######## block 1 ########
==> config.mk <==
export PLATFORM = sky130hd
export DESIGN_NAME = packet_tx
export DESIGN_NICKNAME = d
export VERILOG_FILES = /design/src/rtl/packet_tx_pkg.sv /design/src/rtl/pkt_word_mux.sv /design/src/rtl/packet_tx.sv
export SDC_FILE = /design/constraint.sdc
export NUM_CORES = 1
export LEC_CHECK = 0
export CORE_UTILIZATION = 51
export DETAILED_ROUTE_END_ITERATION = 7
export PLACE_DENSITY = 0.87
export SYNTH_ARGS = -nofsm -noshare
export SYNTH_HDL_FRONTEND = slang
export SYNTH_SLANG_ARGS = --single-unit
==> constraint.sdc <==
create_clock -name clk -period 2.8 [get_ports clk]
set_clock_uncertainty 0.05 [all_clocks]
set_input_delay 0.56 -clock clk [delete_from_list [all_inputs] [get_ports clk]]
set_output_delay 0.56 -clock clk [all_outputs]
set_load 0.02 [all_outputs]
==> src/rtl/packet_tx_pkg.sv <==
// Shared protocol definitions for the EER-RL cluster-node packet transmitter.
package packet_tx_pkg;

    localparam int unsigned PKT_TYPE_W = 3;
    localparam int unsigned HDR_LEN_W  = 8;
    localparam int unsigned IDX_W      = 3;
    localparam int unsigned STATE_W    = 3;

    localparam logic [15:0] PKT_BCAST = 16'hFFFF;

    typedef enum logic [PKT_TYPE_W-1:0] {
        PKT_HB      = 3'd0,
        PKT_CHE     = 3'd1,
        PKT_INV     = 3'd2,
        PKT_MR      = 3'd3,
        PKT_CHT     = 3'd4,
        PKT_DATA    = 3'd5,
        PKT_SOS     = 3'd6,
        PKT_INVALID = 3'd7
    } pkt_type_e;

    localparam logic [STATE_W-1:0] ST_IDLE      = 3'd0;
    localparam logic [STATE_W-1:0] ST_WAIT_SLOT = 3'd1;
    localparam logic [STATE_W-1:0] ST_CCA       = 3'd2;
    localparam logic [STATE_W-1:0] ST_BACKOFF   = 3'd3;
    localparam logic [STATE_W-1:0] ST_SEND      = 3'd4;
    localparam logic [STATE_W-1:0] ST_DONE      = 3'd5;
    localparam logic [STATE_W-1:0] ST_FAIL      = 3'd6;

    // Total word count of a packet, header included.
    function automatic logic [HDR_LEN_W-1:0] pkt_len(input pkt_type_e t);
        case (t)
            PKT_HB, PKT_DATA: pkt_len = 8'd5;
            PKT_INVALID:      pkt_len = 8'd0;
            default:          pkt_len = 8'd4;
        endcase
    endfunction

endpackage

==> src/rtl/pkt_word_mux.sv <==
// Selects the outgoing word from the latched packet fields, type and word index.
module pkt_word_mux
    import packet_tx_pkg::*;
#(
    parameter int unsigned WORD_WIDTH = 16
) (
    input  pkt_type_e             type_i,
    input  logic [IDX_W-1:0]      idx_i,
    input  logic [WORD_WIDTH-1:0] src_i,
    input  logic [WORD_WIDTH-1:0] dest_i,
    input  logic [WORD_WIDTH-1:0] hops_i,
    input  logic [WORD_WIDTH-1:0] chosen_ch_i,
    input  logic [WORD_WIDTH-1:0] timeslot_i,
    input  logic [WORD_WIDTH-1:0] energy_i,
    input  logic [WORD_WIDTH-1:0] payload_i,
    output logic [WORD_WIDTH-1:0] word_c_o
);

    logic [WORD_WIDTH-1:0] hdr_c;
    logic [WORD_WIDTH-1:0] dest_c;
    logic [WORD_WIDTH-1:0] w3_c;
    logic [WORD_WIDTH-1:0] w4_c;

    // Header: type in the top bits, word count in the low byte.
    always_comb begin
        hdr_c = '0;
        hdr_c[WORD_WIDTH-1 -: PKT_TYPE_W] = type_i;
        hdr_c[HDR_LEN_W-1:0] = pkt_len(type_i);
    end

    // Per-type field placement for words 2..4.
    always_comb begin
        dest_c = WORD_WIDTH'(PKT_BCAST);
        w3_c   = energy_i;
        w4_c   = energy_i;
        case (type_i)
            PKT_MR:   dest_c = chosen_ch_i;
            PKT_CHT:  begin dest_c = dest_i; w3_c = timeslot_i; end
            PKT_DATA: begin dest_c = dest_i; w3_c = hops_i; w4_c = payload_i; end
            PKT_HB,
            PKT_INV:  w3_c = hops_i;
            default:  ;
        endcase
    end

    // Word select by index.
    always_comb begin
        word_c_o = '0;
        case (idx_i)
            3'd0:    word_c_o = hdr_c;
            3'd1:    word_c_o = src_i;
            3'd2:    word_c_o = dest_c;
            3'd3:    word_c_o = w3_c;
            3'd4:    word_c_o = w4_c;
            default: word_c_o = '0;
        endcase
    end

endmodule

==> src/rtl/packet_tx.sv <==
// Packet encoder/transmitter: latch request, wait slot/clear channel, stream words.
module packet_tx
    import packet_tx_pkg::*;
#(
    parameter int unsigned WORD_WIDTH     = 16,
    parameter int unsigned CCA_CYCLES     = 3,
    parameter int unsigned BACKOFF_CYCLES = 8,
    parameter int unsigned MAX_RETRIES    = 3
) (
    input  logic                  clk,
    input  logic                  nrst,
    input  logic                  tx_req,
    input  logic [2:0]            tx_type,
    input  logic [WORD_WIDTH-1:0] myNodeID,
    input  logic [WORD_WIDTH-1:0] destinationID,
    input  logic [WORD_WIDTH-1:0] hopsFromCH,
    input  logic [WORD_WIDTH-1:0] chosenCH,
    input  logic [WORD_WIDTH-1:0] timeslot,
    input  logic [WORD_WIDTH-1:0] energy,
    input  logic [WORD_WIDTH-1:0] payload,
    input  logic                  channel_clear,
    input  logic                  okToSend,
    input  logic                  tx_ready,
    output logic [WORD_WIDTH-1:0] tx_word,
    output logic                  tx_valid,
    output logic                  tx_last,
    output logic                  tx_busy,
    output logic                  tx_done,
    output logic                  tx_fail
);

    localparam int unsigned CNT_MAX = (CCA_CYCLES > BACKOFF_CYCLES) ? CCA_CYCLES : BACKOFF_CYCLES;
    localparam int unsigned CNT_W   = $clog2(CNT_MAX + 1);
    localparam int unsigned RETRY_W = $clog2(MAX_RETRIES + 1);

    logic [STATE_W-1:0]    state_q, state_d;
    logic [CNT_W-1:0]      cnt_q, cnt_d;
    logic [RETRY_W-1:0]    retry_q, retry_d;
    logic [IDX_W-1:0]      idx_q, idx_d;

    pkt_type_e             type_q;
    logic [WORD_WIDTH-1:0] src_q, dest_q, hops_q, chosen_q, slot_q, energy_q, payload_q;

    logic [WORD_WIDTH-1:0] tx_word_q;
    logic                  tx_valid_q, tx_last_q, tx_busy_q, tx_done_q, tx_fail_q;

    logic                  latch_c;
    logic                  inv_fail_c;
    logic                  hs_c;
    logic [IDX_W-1:0]      last_idx_c;
    logic [WORD_WIDTH-1:0] word_c;

    assign hs_c       = (state_q == ST_SEND) && tx_valid_q && tx_ready;
    assign last_idx_c = IDX_W'(pkt_len(type_q) - 8'd1);

    // Word lookup for the index that will be presented next cycle.
    pkt_word_mux #(
        .WORD_WIDTH (WORD_WIDTH)
    ) u_word_mux (
        .type_i      (type_q),
        .idx_i       (idx_d),
        .src_i       (src_q),
        .dest_i      (dest_q),
        .hops_i      (hops_q),
        .chosen_ch_i (chosen_q),
        .timeslot_i  (slot_q),
        .energy_i    (energy_q),
        .payload_i   (payload_q),
        .word_c_o    (word_c)
    );

    // Next-state, counter and index logic.
    always_comb begin
        state_d    = state_q;
        cnt_d      = cnt_q;
        retry_d    = retry_q;
        idx_d      = idx_q;
        latch_c    = 1'b0;
        inv_fail_c = 1'b0;
        case (state_q)
            ST_IDLE: begin
                if (tx_req) begin
                    if (tx_type == PKT_INVALID) begin
                        inv_fail_c = 1'b1;
                    end else begin
                        latch_c = 1'b1;
                        cnt_d   = '0;
                        state_d = (tx_type == PKT_DATA) ? ST_WAIT_SLOT : ST_CCA;
                    end
                end
            end
            ST_WAIT_SLOT: begin
                if (okToSend) state_d = ST_CCA;
            end
            ST_CCA: begin
                if (channel_clear) begin
                    if (cnt_q == CNT_W'(CCA_CYCLES - 1)) begin
                        cnt_d   = '0;
                        state_d = ST_SEND;
                    end else begin
                        cnt_d = cnt_q + CNT_W'(1);
                    end
                end else begin
                    cnt_d   = '0;
                    retry_d = retry_q + RETRY_W'(1);
                    state_d = (retry_q == RETRY_W'(MAX_RETRIES - 1)) ? ST_FAIL : ST_BACKOFF;
                end
            end
            ST_BACKOFF: begin
                if (cnt_q == CNT_W'(BACKOFF_CYCLES - 1)) begin
                    cnt_d   = '0;
                    state_d = ST_CCA;
                end else begin
                    cnt_d = cnt_q + CNT_W'(1);
                end
            end
            ST_SEND: begin
                if (hs_c) begin
                    if (idx_q == last_idx_c) begin
                        idx_d   = '0;
                        state_d = ST_DONE;
                    end else begin
                        idx_d = idx_q + IDX_W'(1);
                    end
                end
            end
            ST_DONE, ST_FAIL: begin
                state_d = ST_IDLE;
                cnt_d   = '0;
                retry_d = '0;
                idx_d   = '0;
            end
            default: state_d = ST_IDLE;
        endcase
    end

    // FSM state and counters.
    always_ff @(posedge clk) begin
        if (nrst) begin
            state_q <= ST_IDLE;
            cnt_q   <= '0;
            retry_q <= '0;
            idx_q   <= '0;
        end else begin
            state_q <= state_d;
            cnt_q   <= cnt_d;
            retry_q <= retry_d;
            idx_q   <= idx_d;
        end
    end

    // Packet fields captured on an accepted request; later input changes are ignored.
    always_ff @(posedge clk) begin
        if (nrst) begin
            type_q    <= PKT_HB;
            src_q     <= '0;
            dest_q    <= '0;
            hops_q    <= '0;
            chosen_q  <= '0;
            slot_q    <= '0;
            energy_q  <= '0;
            payload_q <= '0;
        end else if (latch_c) begin
            type_q    <= pkt_type_e'(tx_type);
            src_q     <= myNodeID;
            dest_q    <= destinationID;
            hops_q    <= hopsFromCH;
            chosen_q  <= chosenCH;
            slot_q    <= timeslot;
            energy_q  <= energy;
            payload_q <= payload;
        end
    end

    // Registered outputs decoded from the next state.
    always_ff @(posedge clk) begin
        if (nrst) begin
            tx_word_q  <= '0;
            tx_valid_q <= 1'b0;
            tx_last_q  <= 1'b0;
            tx_busy_q  <= 1'b0;
            tx_done_q  <= 1'b0;
            tx_fail_q  <= 1'b0;
        end else begin
            tx_word_q  <= (state_d == ST_SEND) ? word_c : '0;
            tx_valid_q <= (state_d == ST_SEND);
            tx_last_q  <= (state_d == ST_SEND) && (idx_d == last_idx_c);
            tx_busy_q  <= (state_d != ST_IDLE);
            tx_done_q  <= (state_d == ST_DONE);
            tx_fail_q  <= (state_d == ST_FAIL) || inv_fail_c;
        end
    end

    assign tx_word  = tx_word_q;
    assign tx_valid = tx_valid_q;
    assign tx_last  = tx_last_q;
    assign tx_busy  = tx_busy_q;
    assign tx_done  = tx_done_q;
    assign tx_fail  = tx_fail_q;

endmodule

######## block 2 ########
`config.mk`:
```
export PLATFORM = sky130hd
export DESIGN_NAME = case_stream_sequencer_flat
export DESIGN_NICKNAME = d
export VERILOG_FILES = /design/src/rtl/case_stream_sequencer_if.sv /design/src/rtl/case_stream_sequencer.sv /design/src/flat_wrapper.sv
export SDC_FILE = /design/constraint.sdc
export NUM_CORES = 2
export LEC_CHECK = 0
export CORE_ASPECT_RATIO = 2
export CORE_MARGIN = 8
export CORE_UTILIZATION = 54
export DETAILED_ROUTE_END_ITERATION = 16
export GPL_TIMING_DRIVEN = 0
export PLACE_DENSITY = 0.87
export SYNTH_ARGS = -nofsm -noshare
export SYNTH_HDL_FRONTEND = slang
export SYNTH_SLANG_ARGS = --single-unit
export TNS_END_PERCENT = 20
```
`constraint.sdc`:
```
create_clock -name clk -period 12.6 [get_ports clk]
set_input_delay 1.26 -clock clk [delete_from_list [all_inputs] [get_ports clk]]
set_output_delay 1.26 -clock clk [all_outputs]
set_load 0.03 [all_outputs]
```
`src/rtl/case_stream_sequencer_if.sv`:
```
// -----------------------------------------------------------------------------
// case_stream_sequencer_if
// Bundles the two AXI-Stream-style output channels of case_stream_sequencer.
//   H channel     : H_row (J x DATA_W), y (2 x DATA_W), H_row_tvalid,
//                   H_row_tlast, H_row_tready
//   alpha channel : alpha_u_col (J x ALPHA_W), alpha_u_col_tvalid,
//                   alpha_u_col_tlast, alpha_u_col_tready
// modport master : the sequencer (drives data/valid/last, samples ready)
// modport slave  : the consumer  (drives ready, samples data/valid/last)
// -----------------------------------------------------------------------------
interface case_stream_sequencer_if #(
    parameter int J       = 4,
    parameter int DATA_W  = 64,
    parameter int ALPHA_W = 8
);
    logic [J*DATA_W-1:0]  H_row;
    logic [2*DATA_W-1:0]  y;
    logic                 H_row_tvalid;
    logic                 H_row_tlast;
    logic                 H_row_tready;
    logic [J*ALPHA_W-1:0] alpha_u_col;
    logic                 alpha_u_col_tvalid;
    logic                 alpha_u_col_tlast;
    logic                 alpha_u_col_tready;

    modport master (
        output H_row, y, H_row_tvalid, H_row_tlast,
        input  H_row_tready,
        output alpha_u_col, alpha_u_col_tvalid, alpha_u_col_tlast,
        input  alpha_u_col_tready
    );

    modport slave (
        input  H_row, y, H_row_tvalid, H_row_tlast,
        output H_row_tready,
        input  alpha_u_col, alpha_u_col_tvalid, alpha_u_col_tlast,
        output alpha_u_col_tready
    );
endinterface

```
`src/rtl/case_stream_sequencer.sv`:
```
// -----------------------------------------------------------------------------
// case_stream_sequencer
// Holds one detector channel case (I rows of J H entries, I paired y samples,
// A alpha columns of J weights) and streams it on start: all H rows on the H
// channel, then all alpha columns on the alpha channel, with full tready
// backpressure. Storage is loaded through the cfg port while idle and is not
// cleared by reset.
//
// Ports
//   clk, rst          : clock, synchronous active-high reset
//   cfg_we/sel/addr/wdata : load port (sel 0 H row, 1 y, 2 alpha col, 3 none)
//   start             : begin a run (only honoured in IDLE)
//   frames            : frame count, 0 behaves as 1 (CASE_SEQ_REPEAT_EN only)
//   strm              : case_stream_sequencer_if.master, H and alpha channels
//   busy              : high from the cycle after start through DONE
//   done              : one-cycle pulse at end of run
//
// Build option
//   CASE_SEQ_REPEAT_EN : adds the frames port and the frame repeat counter;
//                        without it every run is a single frame.
// -----------------------------------------------------------------------------
module case_stream_sequencer #(
    parameter int J       = 4,
    parameter int I       = 7,
    parameter int A       = 4,
    parameter int DATA_W  = 64,
    parameter int ALPHA_W = 8,
    localparam int AW_RAW = (I > A) ? $clog2(I) : $clog2(A),
    localparam int AW     = (AW_RAW < 1) ? 1 : AW_RAW
) (
    input  logic                  clk,
    input  logic                  rst,
    input  logic                  cfg_we,
    input  logic [1:0]            cfg_sel,
    input  logic [AW-1:0]         cfg_addr,
    input  logic [J*DATA_W-1:0]   cfg_wdata,
    input  logic                  start,
`ifdef CASE_SEQ_REPEAT_EN
    input  logic [7:0]            frames,
`endif
    case_stream_sequencer_if.master strm,
    output logic                  busy,
    output logic                  done
);
    localparam int HIW = (I > 1) ? $clog2(I) : 1;
    localparam int AIW = (A > 1) ? $clog2(A) : 1;
    localparam logic [AW-1:0] H_LAST = AW'(I - 1);
    localparam logic [AW-1:0] A_LAST = AW'(A - 1);

    typedef enum logic [1:0] {S_IDLE, S_H_SEND, S_ALPHA_SEND, S_DONE} state_t;

    // Case storage: deliberately outside the reset domain so a loaded case
    // survives an abandoned run.
    logic [J*DATA_W-1:0]  h_mem [I];
    logic [2*DATA_W-1:0]  y_mem [I];
    logic [J*ALPHA_W-1:0] a_mem [A];

    state_t               state_q, state_d;
    logic [AW-1:0]        idx_q, idx_d, nxt_idx;
`ifdef CASE_SEQ_REPEAT_EN
    logic [7:0]           frm_q, frm_d;
`endif
    logic [J*DATA_W-1:0]  h_row_d, row0_h;
    logic [2*DATA_W-1:0]  y_d, row0_y;
    logic [J*ALPHA_W-1:0] a_col_d;
    logic                 h_vld_d, h_last_d, a_vld_d, a_last_d;
    logic                 idle, h_wr, y_wr, a_wr, h_hs, a_hs;

    assign idle    = (state_q == S_IDLE);
    assign h_wr    = idle && cfg_we && (cfg_sel == 2'd0) && (int'(cfg_addr) < I);
    assign y_wr    = idle && cfg_we && (cfg_sel == 2'd1) && (int'(cfg_addr) < I);
    assign a_wr    = idle && cfg_we && (cfg_sel == 2'd2) && (int'(cfg_addr) < A);
    assign h_hs    = strm.H_row_tvalid && strm.H_row_tready;
    assign a_hs    = strm.alpha_u_col_tvalid && strm.alpha_u_col_tready;
    assign nxt_idx = idx_q + AW'(1);

    // Row 0 is loaded into the output register on the start edge, so a write
    // to row 0 on that same edge is forwarded instead of read from storage.
    assign row0_h = (h_wr && cfg_addr == '0) ? cfg_wdata : h_mem[0];
    assign row0_y = (y_wr && cfg_addr == '0) ? cfg_wdata[2*DATA_W-1:0] : y_mem[0];

    assign busy = (state_q != S_IDLE);
    assign done = (state_q == S_DONE);

    always_ff @(posedge clk) begin
        if (h_wr) h_mem[cfg_addr[HIW-1:0]] <= cfg_wdata;
        if (y_wr) y_mem[cfg_addr[HIW-1:0]] <= cfg_wdata[2*DATA_W-1:0];
        if (a_wr) a_mem[cfg_addr[AIW-1:0]] <= cfg_wdata[J*ALPHA_W-1:0];
    end

    always_ff @(posedge clk) begin
        if (rst) begin
            state_q                 <= S_IDLE;
            idx_q                   <= '0;
`ifdef CASE_SEQ_REPEAT_EN
            frm_q                   <= '0;
`endif
            strm.H_row              <= '0;
            strm.y                  <= '0;
            strm.H_row_tvalid       <= 1'b0;
            strm.H_row_tlast        <= 1'b0;
            strm.alpha_u_col        <= '0;
            strm.alpha_u_col_tvalid <= 1'b0;
            strm.alpha_u_col_tlast  <= 1'b0;
        end else begin
            state_q                 <= state_d;
            idx_q                   <= idx_d;
`ifdef CASE_SEQ_REPEAT_EN
            frm_q                   <= frm_d;
`endif
            strm.H_row              <= h_row_d;
            strm.y                  <= y_d;
            strm.H_row_tvalid       <= h_vld_d;
            strm.H_row_tlast        <= h_last_d;
            strm.alpha_u_col        <= a_col_d;
            strm.alpha_u_col_tvalid <= a_vld_d;
            strm.alpha_u_col_tlast  <= a_last_d;
        end
    end

    // Next-state logic also computes the next contents of the registered
    // outputs; without a handshake every output holds its current value.
    always_comb begin
        state_d  = state_q;
        idx_d    = idx_q;
`ifdef CASE_SEQ_REPEAT_EN
        frm_d    = frm_q;
`endif
        h_row_d  = strm.H_row;
        y_d      = strm.y;
        h_vld_d  = strm.H_row_tvalid;
        h_last_d = strm.H_row_tlast;
        a_col_d  = strm.alpha_u_col;
        a_vld_d  = strm.alpha_u_col_tvalid;
        a_last_d = strm.alpha_u_col_tlast;
        case (state_q)
            S_IDLE: begin
                if (start) begin
                    state_d  = S_H_SEND;
                    idx_d    = '0;
`ifdef CASE_SEQ_REPEAT_EN
                    frm_d    = (frames == 8'd0) ? 8'd0 : frames - 8'd1;
`endif
                    h_row_d  = row0_h;
                    y_d      = row0_y;
                    h_vld_d  = 1'b1;
                    h_last_d = (I == 1);
                end
            end
            S_H_SEND: begin
                if (h_hs) begin
                    if (idx_q == H_LAST) begin
                        state_d  = S_ALPHA_SEND;
                        idx_d    = '0;
                        h_vld_d  = 1'b0;
                        h_last_d = 1'b0;
                        a_col_d  = a_mem[0];
                        a_vld_d  = 1'b1;
                        a_last_d = (A == 1);
                    end else begin
                        idx_d    = nxt_idx;
                        h_row_d  = h_mem[nxt_idx[HIW-1:0]];
                        y_d      = y_mem[nxt_idx[HIW-1:0]];
                        h_last_d = (nxt_idx == H_LAST);
                    end
                end
            end
            S_ALPHA_SEND: begin
                if (a_hs) begin
                    if (idx_q == A_LAST) begin
                        idx_d    = '0;
                        a_vld_d  = 1'b0;
                        a_last_d = 1'b0;
`ifdef CASE_SEQ_REPEAT_EN
                        if (frm_q != 8'd0) begin
                            frm_d    = frm_q - 8'd1;
                            state_d  = S_H_SEND;
                            h_row_d  = row0_h;
                            y_d      = row0_y;
                            h_vld_d  = 1'b1;
                            h_last_d = (I == 1);
                        end else begin
                            state_d  = S_DONE;
                        end
`else
                        state_d  = S_DONE;
`endif
                    end else begin
                        idx_d    = nxt_idx;
                        a_col_d  = a_mem[nxt_idx[AIW-1:0]];
                        a_last_d = (nxt_idx == A_LAST);
                    end
                end
            end
            S_DONE: begin
                state_d = S_IDLE;
            end
            default: begin
                state_d = S_IDLE;
            end
        endcase
    end
endmodule
```
`src/flat_wrapper.sv`:
```
// flat-port wrapper written by rule: the top's interface ports become plain ports
module case_stream_sequencer_flat 
#(
    parameter int J       = 4,
    parameter int I       = 7,
    parameter int A       = 4,
    parameter int DATA_W  = 64,
    parameter int ALPHA_W = 8,
    localparam int AW_RAW = (I > A) ? $clog2(I) : $clog2(A),
    localparam int AW     = (AW_RAW < 1) ? 1 : AW_RAW
)
  (clk, rst, cfg_we, cfg_sel, cfg_addr, cfg_wdata, start, busy, done, strm_H_row, strm_y, strm_H_row_tvalid, strm_H_row_tlast, strm_H_row_tready, strm_alpha_u_col, strm_alpha_u_col_tvalid, strm_alpha_u_col_tlast, strm_alpha_u_col_tready);
  case_stream_sequencer_if #(.J(J), .DATA_W(DATA_W), .ALPHA_W(ALPHA_W)) strm_i ();
  input  logic clk;
  input  logic rst;
  input  logic cfg_we;
  input  logic [1:0] cfg_sel;
  input  logic [AW-1:0] cfg_addr;
  input  logic [J*DATA_W-1:0] cfg_wdata;
  input  logic start;
  output logic busy;
  output logic done;
  output wire logic [$bits(strm_i.H_row)-1:0] strm_H_row;
  output wire logic [$bits(strm_i.y)-1:0] strm_y;
  output wire logic [$bits(strm_i.H_row_tvalid)-1:0] strm_H_row_tvalid;
  output wire logic [$bits(strm_i.H_row_tlast)-1:0] strm_H_row_tlast;
  input wire logic [$bits(strm_i.H_row_tready)-1:0] strm_H_row_tready;
  output wire logic [$bits(strm_i.alpha_u_col)-1:0] strm_alpha_u_col;
  output wire logic [$bits(strm_i.alpha_u_col_tvalid)-1:0] strm_alpha_u_col_tvalid;
  output wire logic [$bits(strm_i.alpha_u_col_tlast)-1:0] strm_alpha_u_col_tlast;
  input wire logic [$bits(strm_i.alpha_u_col_tready)-1:0] strm_alpha_u_col_tready;
  assign strm_H_row = strm_i.H_row;
  assign strm_y = strm_i.y;
  assign strm_H_row_tvalid = strm_i.H_row_tvalid;
  assign strm_H_row_tlast = strm_i.H_row_tlast;
  assign strm_i.H_row_tready = strm_H_row_tready;
  assign strm_alpha_u_col = strm_i.alpha_u_col;
  assign strm_alpha_u_col_tvalid = strm_i.alpha_u_col_tvalid;
  assign strm_alpha_u_col_tlast = strm_i.alpha_u_col_tlast;
  assign strm_i.alpha_u_col_tready = strm_alpha_u_col_tready;
  case_stream_sequencer #(.J(J), .I(I), .A(A), .DATA_W(DATA_W), .ALPHA_W(ALPHA_W)) u_core (.clk(clk), .rst(rst), .cfg_we(cfg_we), .cfg_sel(cfg_sel), .cfg_addr(cfg_addr), .cfg_wdata(cfg_wdata), .start(start), .strm(strm_i), .busy(busy), .done(done));
endmodule
```
######## block 3 ########
File: config.mk
export PLATFORM = sky130hd
export DESIGN_NAME = deblock_edge_scheduler
export DESIGN_NICKNAME = d
export VERILOG_FILES = /design/src/rtl/deblock_pkg.sv /design/src/rtl/deblock_credit_ctr.sv /design/src/rtl/deblock_edge_scheduler.sv
export SDC_FILE = /design/constraint.sdc
export NUM_CORES = 1
export LEC_CHECK = 0
export CAP_MARGIN = 20
export CORE_ASPECT_RATIO = 1.2
export CORE_MARGIN = 2
export CORE_UTILIZATION = 50
export CTS_CLUSTER_DIAMETER = 30
export CTS_CLUSTER_SIZE = 20
export DETAILED_ROUTE_END_ITERATION = 7
export PLACE_DENSITY = 0.75
export SLEW_MARGIN = 25
export SYNTH_ARGS = -nofsm -noshare
export SYNTH_HDL_FRONTEND = slang
export SYNTH_SLANG_ARGS = --single-unit
File: constraint.sdc
create_clock -name clk -period 4.95 [get_ports clk]
set_clock_uncertainty 0.15 [all_clocks]
set_input_delay 0.495 -clock clk [delete_from_list [all_inputs] [get_ports clk]]
set_output_delay 0.495 -clock clk [all_outputs]
set_load 0.01 [all_outputs]
File: src/rtl/deblock_pkg.sv
// Shared types and constants for the deblocking edge scheduler.
//
// Contents:
//   edge_dir_e      direction of a block edge presented to the filter engine
//   sched_state_e   frame-walk state of the scheduler FSM
//   CNT_W           width of the outstanding-job counter (supports up to 15 in flight)
//   is_issue_state  true for the states that offer jobs on the job port
package deblock_pkg;

  typedef enum logic {
    EDGE_VERT = 1'b0,
    EDGE_HORZ = 1'b1
  } edge_dir_e;

  typedef enum logic [1:0] {
    IDLE  = 2'd0,
    VERT  = 2'd1,
    HORZ  = 2'd2,
    DRAIN = 2'd3
  } sched_state_e;

  localparam int CNT_W = 4;

  function automatic logic is_issue_state(sched_state_e s);
    return (s == VERT) || (s == HORZ);
  endfunction

endpackage

File: src/rtl/deblock_credit_ctr.sv
// Outstanding-job credit counter for the deblocking edge scheduler.
//
// Ports:
//   clk        in   clock, all logic on posedge
//   reset      in   synchronous active-high reset
//   inc        in   a job was accepted by the engine this cycle
//   dec        in   the engine reported a completion this cycle
//   can_issue  out  count after this cycle's update is below MAX_OUTSTANDING
//   is_zero    out  registered count is zero
//   err        out  sticky: a completion arrived while the count was zero
module deblock_credit_ctr
  import deblock_pkg::*;
#(
  parameter int MAX_OUTSTANDING = 4
) (
  input  logic clk,
  input  logic reset,
  input  logic inc,
  input  logic dec,
  output logic can_issue,
  output logic is_zero,
  output logic err
);

  logic [CNT_W-1:0] count_q, count_d;
  logic             err_q, err_d;
  logic             underflow;

  // A completion with nothing outstanding is flagged and otherwise ignored,
  // so the count never wraps. Accept plus completion together cancel out.
  always_comb begin
    underflow = dec && (count_q == '0);
    count_d   = count_q;
    if (inc && !dec) begin
      count_d = count_q + CNT_W'(1);
    end else if (dec && !inc && !underflow) begin
      count_d = count_q - CNT_W'(1);
    end
    err_d = err_q | underflow;
  end

  always_ff @(posedge clk) begin
    if (reset) begin
      count_q <= '0;
      err_q   <= 1'b0;
    end else begin
      count_q <= count_d;
      err_q   <= err_d;
    end
  end

  // Looking at the post-update count lets the scheduler raise job_valid in
  // the cycle right after an accept or completion without overshooting.
  assign can_issue = (32'(count_d) < MAX_OUTSTANDING);
  assign is_zero   = (count_q == '0);
  assign err       = err_q;

endmodule

File: src/rtl/deblock_edge_scheduler.sv
// Deblocking filter edge scheduler: walks one frame in N x N blocks and
// offers one filter job per internal block edge over a valid/ready port,
// limiting jobs in flight with a credit counter and pulsing frame_done once
// every issued job has completed.
//
// Ports:
//   clk, reset     clock and synchronous active-high reset
//   start          frame start request, honoured in IDLE only
//   busy           frame in progress (cycle after start until frame_done)
//   frame_done     one-cycle pulse after the last job has completed
//   job_valid      job offered; job_dir/job_x/job_y hold until accepted
//   job_ready      engine accepts when job_valid && job_ready
//   job_dir        0 = vertical edge, 1 = horizontal edge
//   job_x, job_y   edge coordinates in pixels
//   cmpl_valid     one pulse per completed job
//   err_cmpl       sticky completion-underflow flag
//   stall_cycles   (DEBLOCK_STALL_CNT_EN only) saturating count of cycles
//                  with job_valid && !job_ready, cleared on start
//
// Optional feature macro: DEBLOCK_STALL_CNT_EN
module deblock_edge_scheduler
  import deblock_pkg::*;
#(
  parameter  int WIDTH           = 640,
  parameter  int HEIGHT          = 480,
  parameter  int N               = 8,
  parameter  int MAX_OUTSTANDING = 4,
  localparam int XW              = (WIDTH > 1) ? $clog2(WIDTH) : 1,
  localparam int YW              = (HEIGHT > 1) ? $clog2(HEIGHT) : 1
) (
  input  logic          clk,
  input  logic          reset,
  input  logic          start,
  output logic          busy,
  output logic          frame_done,
  output logic          job_valid,
  input  logic          job_ready,
  output logic          job_dir,
  output logic [XW-1:0] job_x,
  output logic [YW-1:0] job_y,
  input  logic          cmpl_valid,
  output logic          err_cmpl
`ifdef DEBLOCK_STALL_CNT_EN
  ,
  output logic [31:0]   stall_cycles
`endif
);

  localparam int BW = WIDTH / N;
  localparam int BH = HEIGHT / N;

  if ((WIDTH % N) != 0) begin : g_bad_width
    $fatal(1, "deblock_edge_scheduler: WIDTH must be a multiple of N");
  end
  if ((HEIGHT % N) != 0) begin : g_bad_height
    $fatal(1, "deblock_edge_scheduler: HEIGHT must be a multiple of N");
  end
  if (MAX_OUTSTANDING < 1 || MAX_OUTSTANDING > 15) begin : g_bad_max
    $fatal(1, "deblock_edge_scheduler: MAX_OUTSTANDING must be 1..15");
  end

  sched_state_e  state_q, state_d;
  logic [XW-1:0] bx_q, bx_d;
  logic [YW-1:0] by_q, by_d;
  logic          busy_q, busy_d;
  logic          frame_done_q, frame_done_d;
  logic          job_valid_q, job_valid_d;
  edge_dir_e     job_dir_q, job_dir_d;
  logic [XW-1:0] job_x_q, job_x_d;
  logic [YW-1:0] job_y_q, job_y_d;

  logic accept;
  logic can_issue;
  logic cnt_zero;
  logic bx_last;
  logic by_last;
  logic by_zero;

  assign accept  = job_valid_q && job_ready;
  assign bx_last = (32'(bx_q) == BW - 1);
  assign by_last = (32'(by_q) == BH - 1);
  assign by_zero = (by_q == '0);

  deblock_credit_ctr #(
    .MAX_OUTSTANDING(MAX_OUTSTANDING)
  ) u_credit (
    .clk      (clk),
    .reset    (reset),
    .inc      (accept),
    .dec      (cmpl_valid),
    .can_issue(can_issue),
    .is_zero  (cnt_zero),
    .err      (err_cmpl)
  );

  // Frame walk. bx/by always point at the job currently offered (or about
  // to be offered), so the cursor only advances on an accept. Empty phases
  // are skipped within the same transition: VERT is empty when BW==1 and
  // HORZ is empty in block row 0.
  always_comb begin
    state_d      = state_q;
    bx_d         = bx_q;
    by_d         = by_q;
    busy_d       = busy_q;
    frame_done_d = 1'b0;

    case (state_q)
      IDLE: begin
        if (start) begin
          busy_d = 1'b1;
          by_d   = '0;
          bx_d   = '0;
          if (BW > 1) begin
            state_d = VERT;
            bx_d    = XW'(1);
          end else if (BH > 1) begin
            state_d = HORZ;
            by_d    = YW'(1);
          end else begin
            state_d = DRAIN;
          end
        end
      end

      VERT: begin
        if (accept) begin
          if (!bx_last) begin
            bx_d = bx_q + XW'(1);
          end else if (!by_zero) begin
            state_d = HORZ;
            bx_d    = '0;
          end else if (BH > 1) begin
            by_d = by_q + YW'(1);
            bx_d = XW'(1);
          end else begin
            state_d = DRAIN;
          end
        end
      end

      HORZ: begin
        if (accept) begin
          if (!bx_last) begin
            bx_d = bx_q + XW'(1);
          end else if (by_last) begin
            state_d = DRAIN;
          end else begin
            by_d = by_q + YW'(1);
            if (BW > 1) begin
              state_d = VERT;
              bx_d    = XW'(1);
            end else begin
              bx_d = '0;
            end
          end
        end
      end

      DRAIN: begin
        if (cnt_zero) begin
          state_d      = IDLE;
          busy_d       = 1'b0;
          frame_done_d = 1'b1;
        end
      end

      default: begin
        state_d = IDLE;
      end
    endcase
  end

  // Job port. An offered job is frozen until accepted; a new offer is only
  // raised when the credit counter still has room after this cycle's update.
  always_comb begin
    job_valid_d = job_valid_q;
    job_dir_d   = job_dir_q;
    job_x_d     = job_x_q;
    job_y_d     = job_y_q;
    if (!job_valid_q || accept) begin
      job_valid_d = is_issue_state(state_d) && can_issue;
      if (job_valid_d) begin
        job_dir_d = (state_d == HORZ) ? EDGE_HORZ : EDGE_VERT;
        job_x_d   = XW'(32'(bx_d) * N);
        job_y_d   = YW'(32'(by_d) * N);
      end
    end
  end

  always_ff @(posedge clk) begin
    if (reset) begin
      state_q      <= IDLE;
      bx_q         <= '0;
      by_q         <= '0;
      busy_q       <= 1'b0;
      frame_done_q <= 1'b0;
      job_valid_q  <= 1'b0;
      job_dir_q    <= EDGE_VERT;
      job_x_q      <= '0;
      job_y_q      <= '0;
    end else begin
      state_q      <= state_d;
      bx_q         <= bx_d;
      by_q         <= by_d;
      busy_q       <= busy_d;
      frame_done_q <= frame_done_d;
      job_valid_q  <= job_valid_d;
      job_dir_q    <= job_dir_d;
      job_x_q      <= job_x_d;
      job_y_q      <= job_y_d;
    end
  end

  assign busy       = busy_q;
  assign frame_done = frame_done_q;
  assign job_valid  = job_valid_q;
  assign job_dir    = job_dir_q;
  assign job_x      = job_x_q;
  assign job_y      = job_y_q;

`ifdef DEBLOCK_STALL_CNT_EN
  logic [31:0] stall_cycles_q, stall_cycles_d;

  // Back-pressure counter: restarts with each frame and keeps its final
  // value after frame_done so it can be read at leisure.
  always_comb begin
    stall_cycles_d = stall_cycles_q;
    if ((state_q == IDLE) && start) begin
      stall_cycles_d = '0;
    end else if (job_valid_q && !job_ready && (stall_cycles_q != '1)) begin
      stall_cycles_d = stall_cycles_q + 32'd1;
    end
  end

  always_ff @(posedge clk) begin
    if (reset) begin
      stall_cycles_q <= '0;
    end else begin
      stall_cycles_q <= stall_cycles_d;
    end
  end

  assign stall_cycles = stall_cycles_q;
`endif

endmodule

**Block 1: cell area per tile**

(3 px per um) 12 x 12 tiles, from dark blue (low) to red (high), 0 to 100% covered.
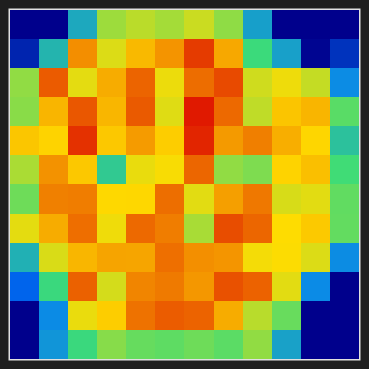
nearly empty tiles: 9.0%
tiles over 75% full: 45%
mean over tiles: 64%
fullest tile: 97%

==> impl_metrics.py, block 1 <==
# Auto-generated metrics
metrics = {
    "status": {
        "status": "finished with violations",
        "violations": "DRC",
    },
    "setup_path": {
        "cp.arrival_ps": 2770,
        "worst-path-buf-inv": 1,
        "r2r_start": "idx_q[0]",
        "max_stage_delay_ps": 470,
        "critPathRequiredTime_ps": 3090,
    },
    "pwr": {
        "internal_power_w": 0.003993,
        "clkPwrFrac_pct": 40.1,
        "seq_power_w": 0.00238,
        "pg_clk_w": 0.00221,
        "power_w": 0.005519,
    },
    "global_routing": {
        "grt_max_degree": 83,
        "met1_usage_pct": 35.00,
    },
    "synth": {
        "post-synth-top-count-cell": "nand2_1",
        "ys_warn_count": 0,
        "area_leaders": "dfxtp_1 (44%), nand2_1 (14%), a21oi_1 (11%)",
        "synth.area.mux_share_pct": 3.771,
        "synthDistinctLibCells": 63,
        "netlist_area_sq_um": 6669,
        "synthFlopType": "dfxtp_1",
        "synth_seq_share_pct": 44.43,
        "ys_area_sq_um": 6669,
    },
    "cts": {
        "cts_tree": "built",
    },
    "timing": {
        "fin_setup_tns_ps": 0,
    },
    "floorplan": {
        "dieWidth_um": 116.4,
    },
    "drt": {
        "top_layer": "met4",
        "routed_via_density": 5.753,
        "drc": 12,
    },
    "cells_and_area": {
        "fillers": 998,
    },
}
block 1: cell type report:
class | count | area share (%)
multi-input cells | 638 | 38.09
flip-flops and latches | 148 | 33.51
repair buffers | 168 | 18.79
clock buffers | 22 | 5.476
well taps | 172 | 2.434
clock inverters | 10 | 1.104
inverters | 14 | 0.5943
block 1: timing repair:
action                                  4_1_cts  5_1_grt
resized                                       0        1
endpoints found under the setup margin        0        2
hold buffers                                  0        0
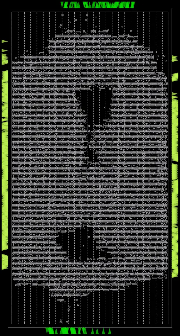
**Above:** block 2 (cell placement).
core area: 236,800 sq um
flip-flops: 3,241
Row Count: 253

==> impl_metrics.py, block 2 <==
# Auto-generated metrics
metrics = {
    "synth": {
        "ys_warn_count": 0,
        "ys_cells": 7777,
        "syn_area_per_cell_sq_um": 16.48,
    },
    "cells_and_area": {
        "nMultiInputCombCells": 3843,
        "lay_top_cells": "edfxtp_1 (2,816), a211oi_1 (774), clkdlybuf4s50_1 (688)",
        "clkbuf_count": 370,
        "comb_share_pct": 21.43,
    },
    "global_routing": {
        "grt_pass1_wl_mm": 595.3,
        "antenna_found_initial": 100,
    },
    "floorplan": {
        "floorplan.core_util_pct": 54.13,
        "die_y_um": 705.0,
    },
    "drt": {
        "top_layer": "met5",
        "drt-wirelength-per-cell_um": 34.55,
        "drt-total-wl_mm": 422.2,
        "route.met3.wl_mm": 77.80,
    },
    "status": {
        "status": "finished with violations",
        "violations": "capacitance limit",
    },
    "placed_design": {
        "place_inst": 11630,
        "dp_hpwl_mm": 267.9,
        "place_ws_ps": 6519,
    },
    "job": {
        "drv_cap": 1,
    },
    "cts": {
        "cts_buffers": 282,
        "postCtsSetupRepairBufs": 0,
    },
    "timing": {
        "fin_setup_tns_ps": 0,
        "max_freq_ghz": 0.1503,
    },
    "pwr": {
        "power_switching_w": 0.01008,
        "swShare_pct": 33.70,
        "top_power_group": "sequential cells",
        "power.density_nw_per_um2": 198.7,
    },
    "setup_path": {
        "worst-path-buf-inv": 10,
    },
}
-- block 2: worst paths after layout --
check | endpoint | from | slack (ps)
max | u_core.strm.H_row[134] | u_core.idx_q[0] | 5950
min | u_core.strm.H_row[210] | u_core.strm.H_row[210] | 470
max reg2reg | u_core.strm.H_row[134] | u_core.idx_q[0] | 5950
min reg2reg | u_core.strm.H_row[210] | u_core.strm.H_row[210] | 470
**Block 3: I/O nets highlighted**

(4 px per um)
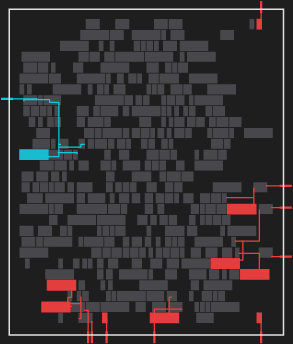
[job_valid] cyan | bits: 1 | direction: output | edge: west | end cells: 1 | wire: 45.0 um
[job_y] red | bits: 9 | direction: output | edge: 5 south, 3 east, 1 north | end cells: 9 | wire: 107 um

==> impl_metrics.py, block 3 <==
# Auto-generated metrics
metrics = {
    "status": {
        "status": "complete, no violations",
    },
    "setup_path": {
        "critPathRequiredTime_ps": 5010,
        "crit_fanout": 11,
        "r2r_start": "bx_q[7]",
        "cp_top_family": "simple AND/OR/NAND/NOR gates",
        "crit_chain": "clkdlybuf4s50_1 > nand2_1 > or4_1 > nor3_1 > a21oi_1 > o21ai_1 > ha_1 > nor4_4 > buf_4 > nor2_1 > a211oi_1",
        "critPathLaunch": "job_ready",
    },
    "global_routing": {
        "grt_overflow": 0,
    },
    "cells_and_area": {
        "fin_area_sq_um": 2774,
        "final_common_cell": "dfxtp_1",
        "top_register": "bx_q",
        "clkbuf_count": 7,
    },
    "cts": {
        "ctsLongestPathBuffers": 2,
        "cts.reportedPaths.clkPinSlew_ps": 80,
    },
    "placed_design": {
        "place_ws_ps": 960.2,
        "dpl_cell_area_sq_um": 2693,
    },
    "floorplan": {
        "dieWidth_um": 68.21,
    },
    "pwr": {
        "power.density_nw_per_um2": 337.6,
        "clkPwrFrac_pct": 23.0,
    },
    "drt": {
        "drt-total-wl_mm": 5.632,
    },
    "synth": {
        "common_cells": "dfxtp_1 (43), nor2_1 (41), a21oi_1 (26)",
        "ys_ff": 43,
    },
    "job": {
        "drv_cap": 0,
    },
}
-- block 3: worst min-delay path by stage --
stage	cells after the start	startpoint	slack (ps)	end
final	2	job_x[7]	310	job_x[7]
after detailed placement	2	job_x[7]	300	job_x[7]
after CTS	2	job_x[7]	310	job_x[7]
after floorplan	1	bx_q[9]	300	bx_q[9]
after global routing	2	job_x[7]	320	job_x[7]
after global placement	2	job_y[6]	290	job_y[6]
-- block 3: per-layer routing --
layer  vias to the layer above  wire length (um)
li1                       1178                 -
met1                      1093              2511
met2                        46              2778
met3                         6               274
met4                         0                67
met5                         -                 0


## Gallery

Metal 1.
image #1
(8 px per um) Supply wires on this layer in gray. Cells faint in the background.
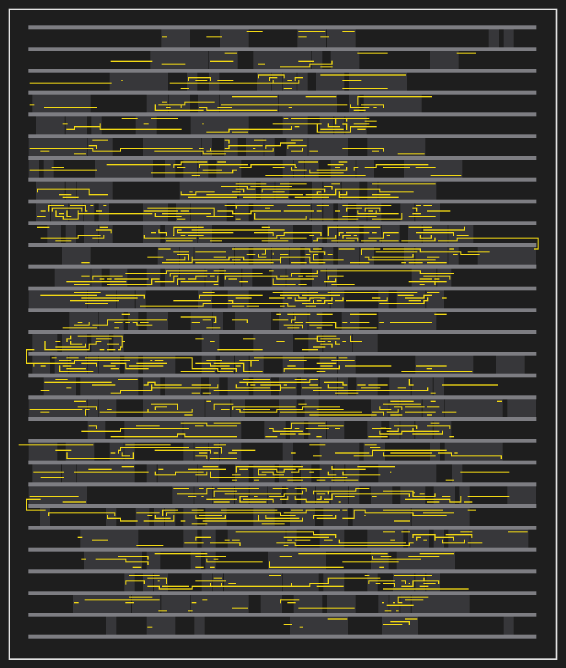
image #2
(4 px per um) Supply wires on this layer in gray. Cells faint in the background.
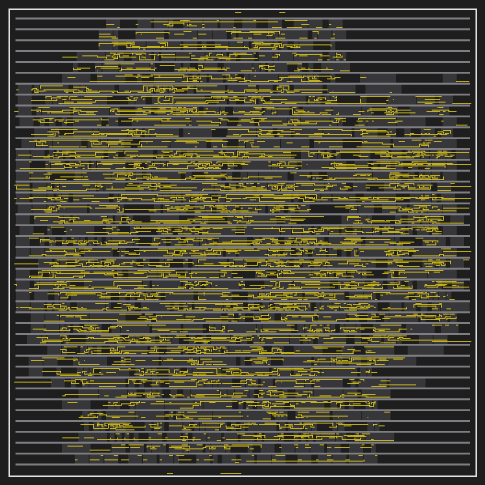
image #3
(1 px per um) Supply wires on this layer in gray. Cells faint in the background.
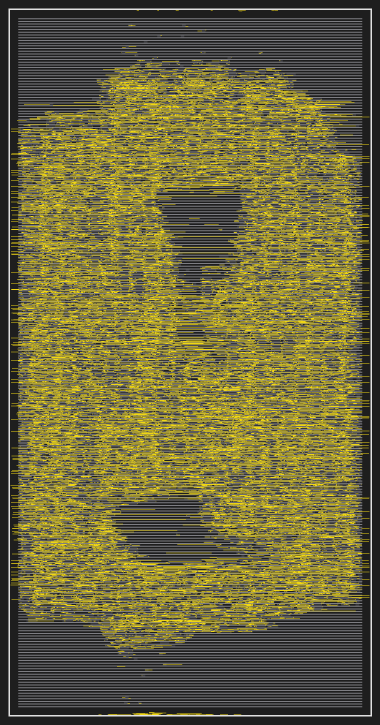
Of these, largest die: image #3
- block 2 = image #3
- block 1 = image #2
- block 3 = image #1

Power figures rest on the tool's default switching activity, not on a simulated workload.
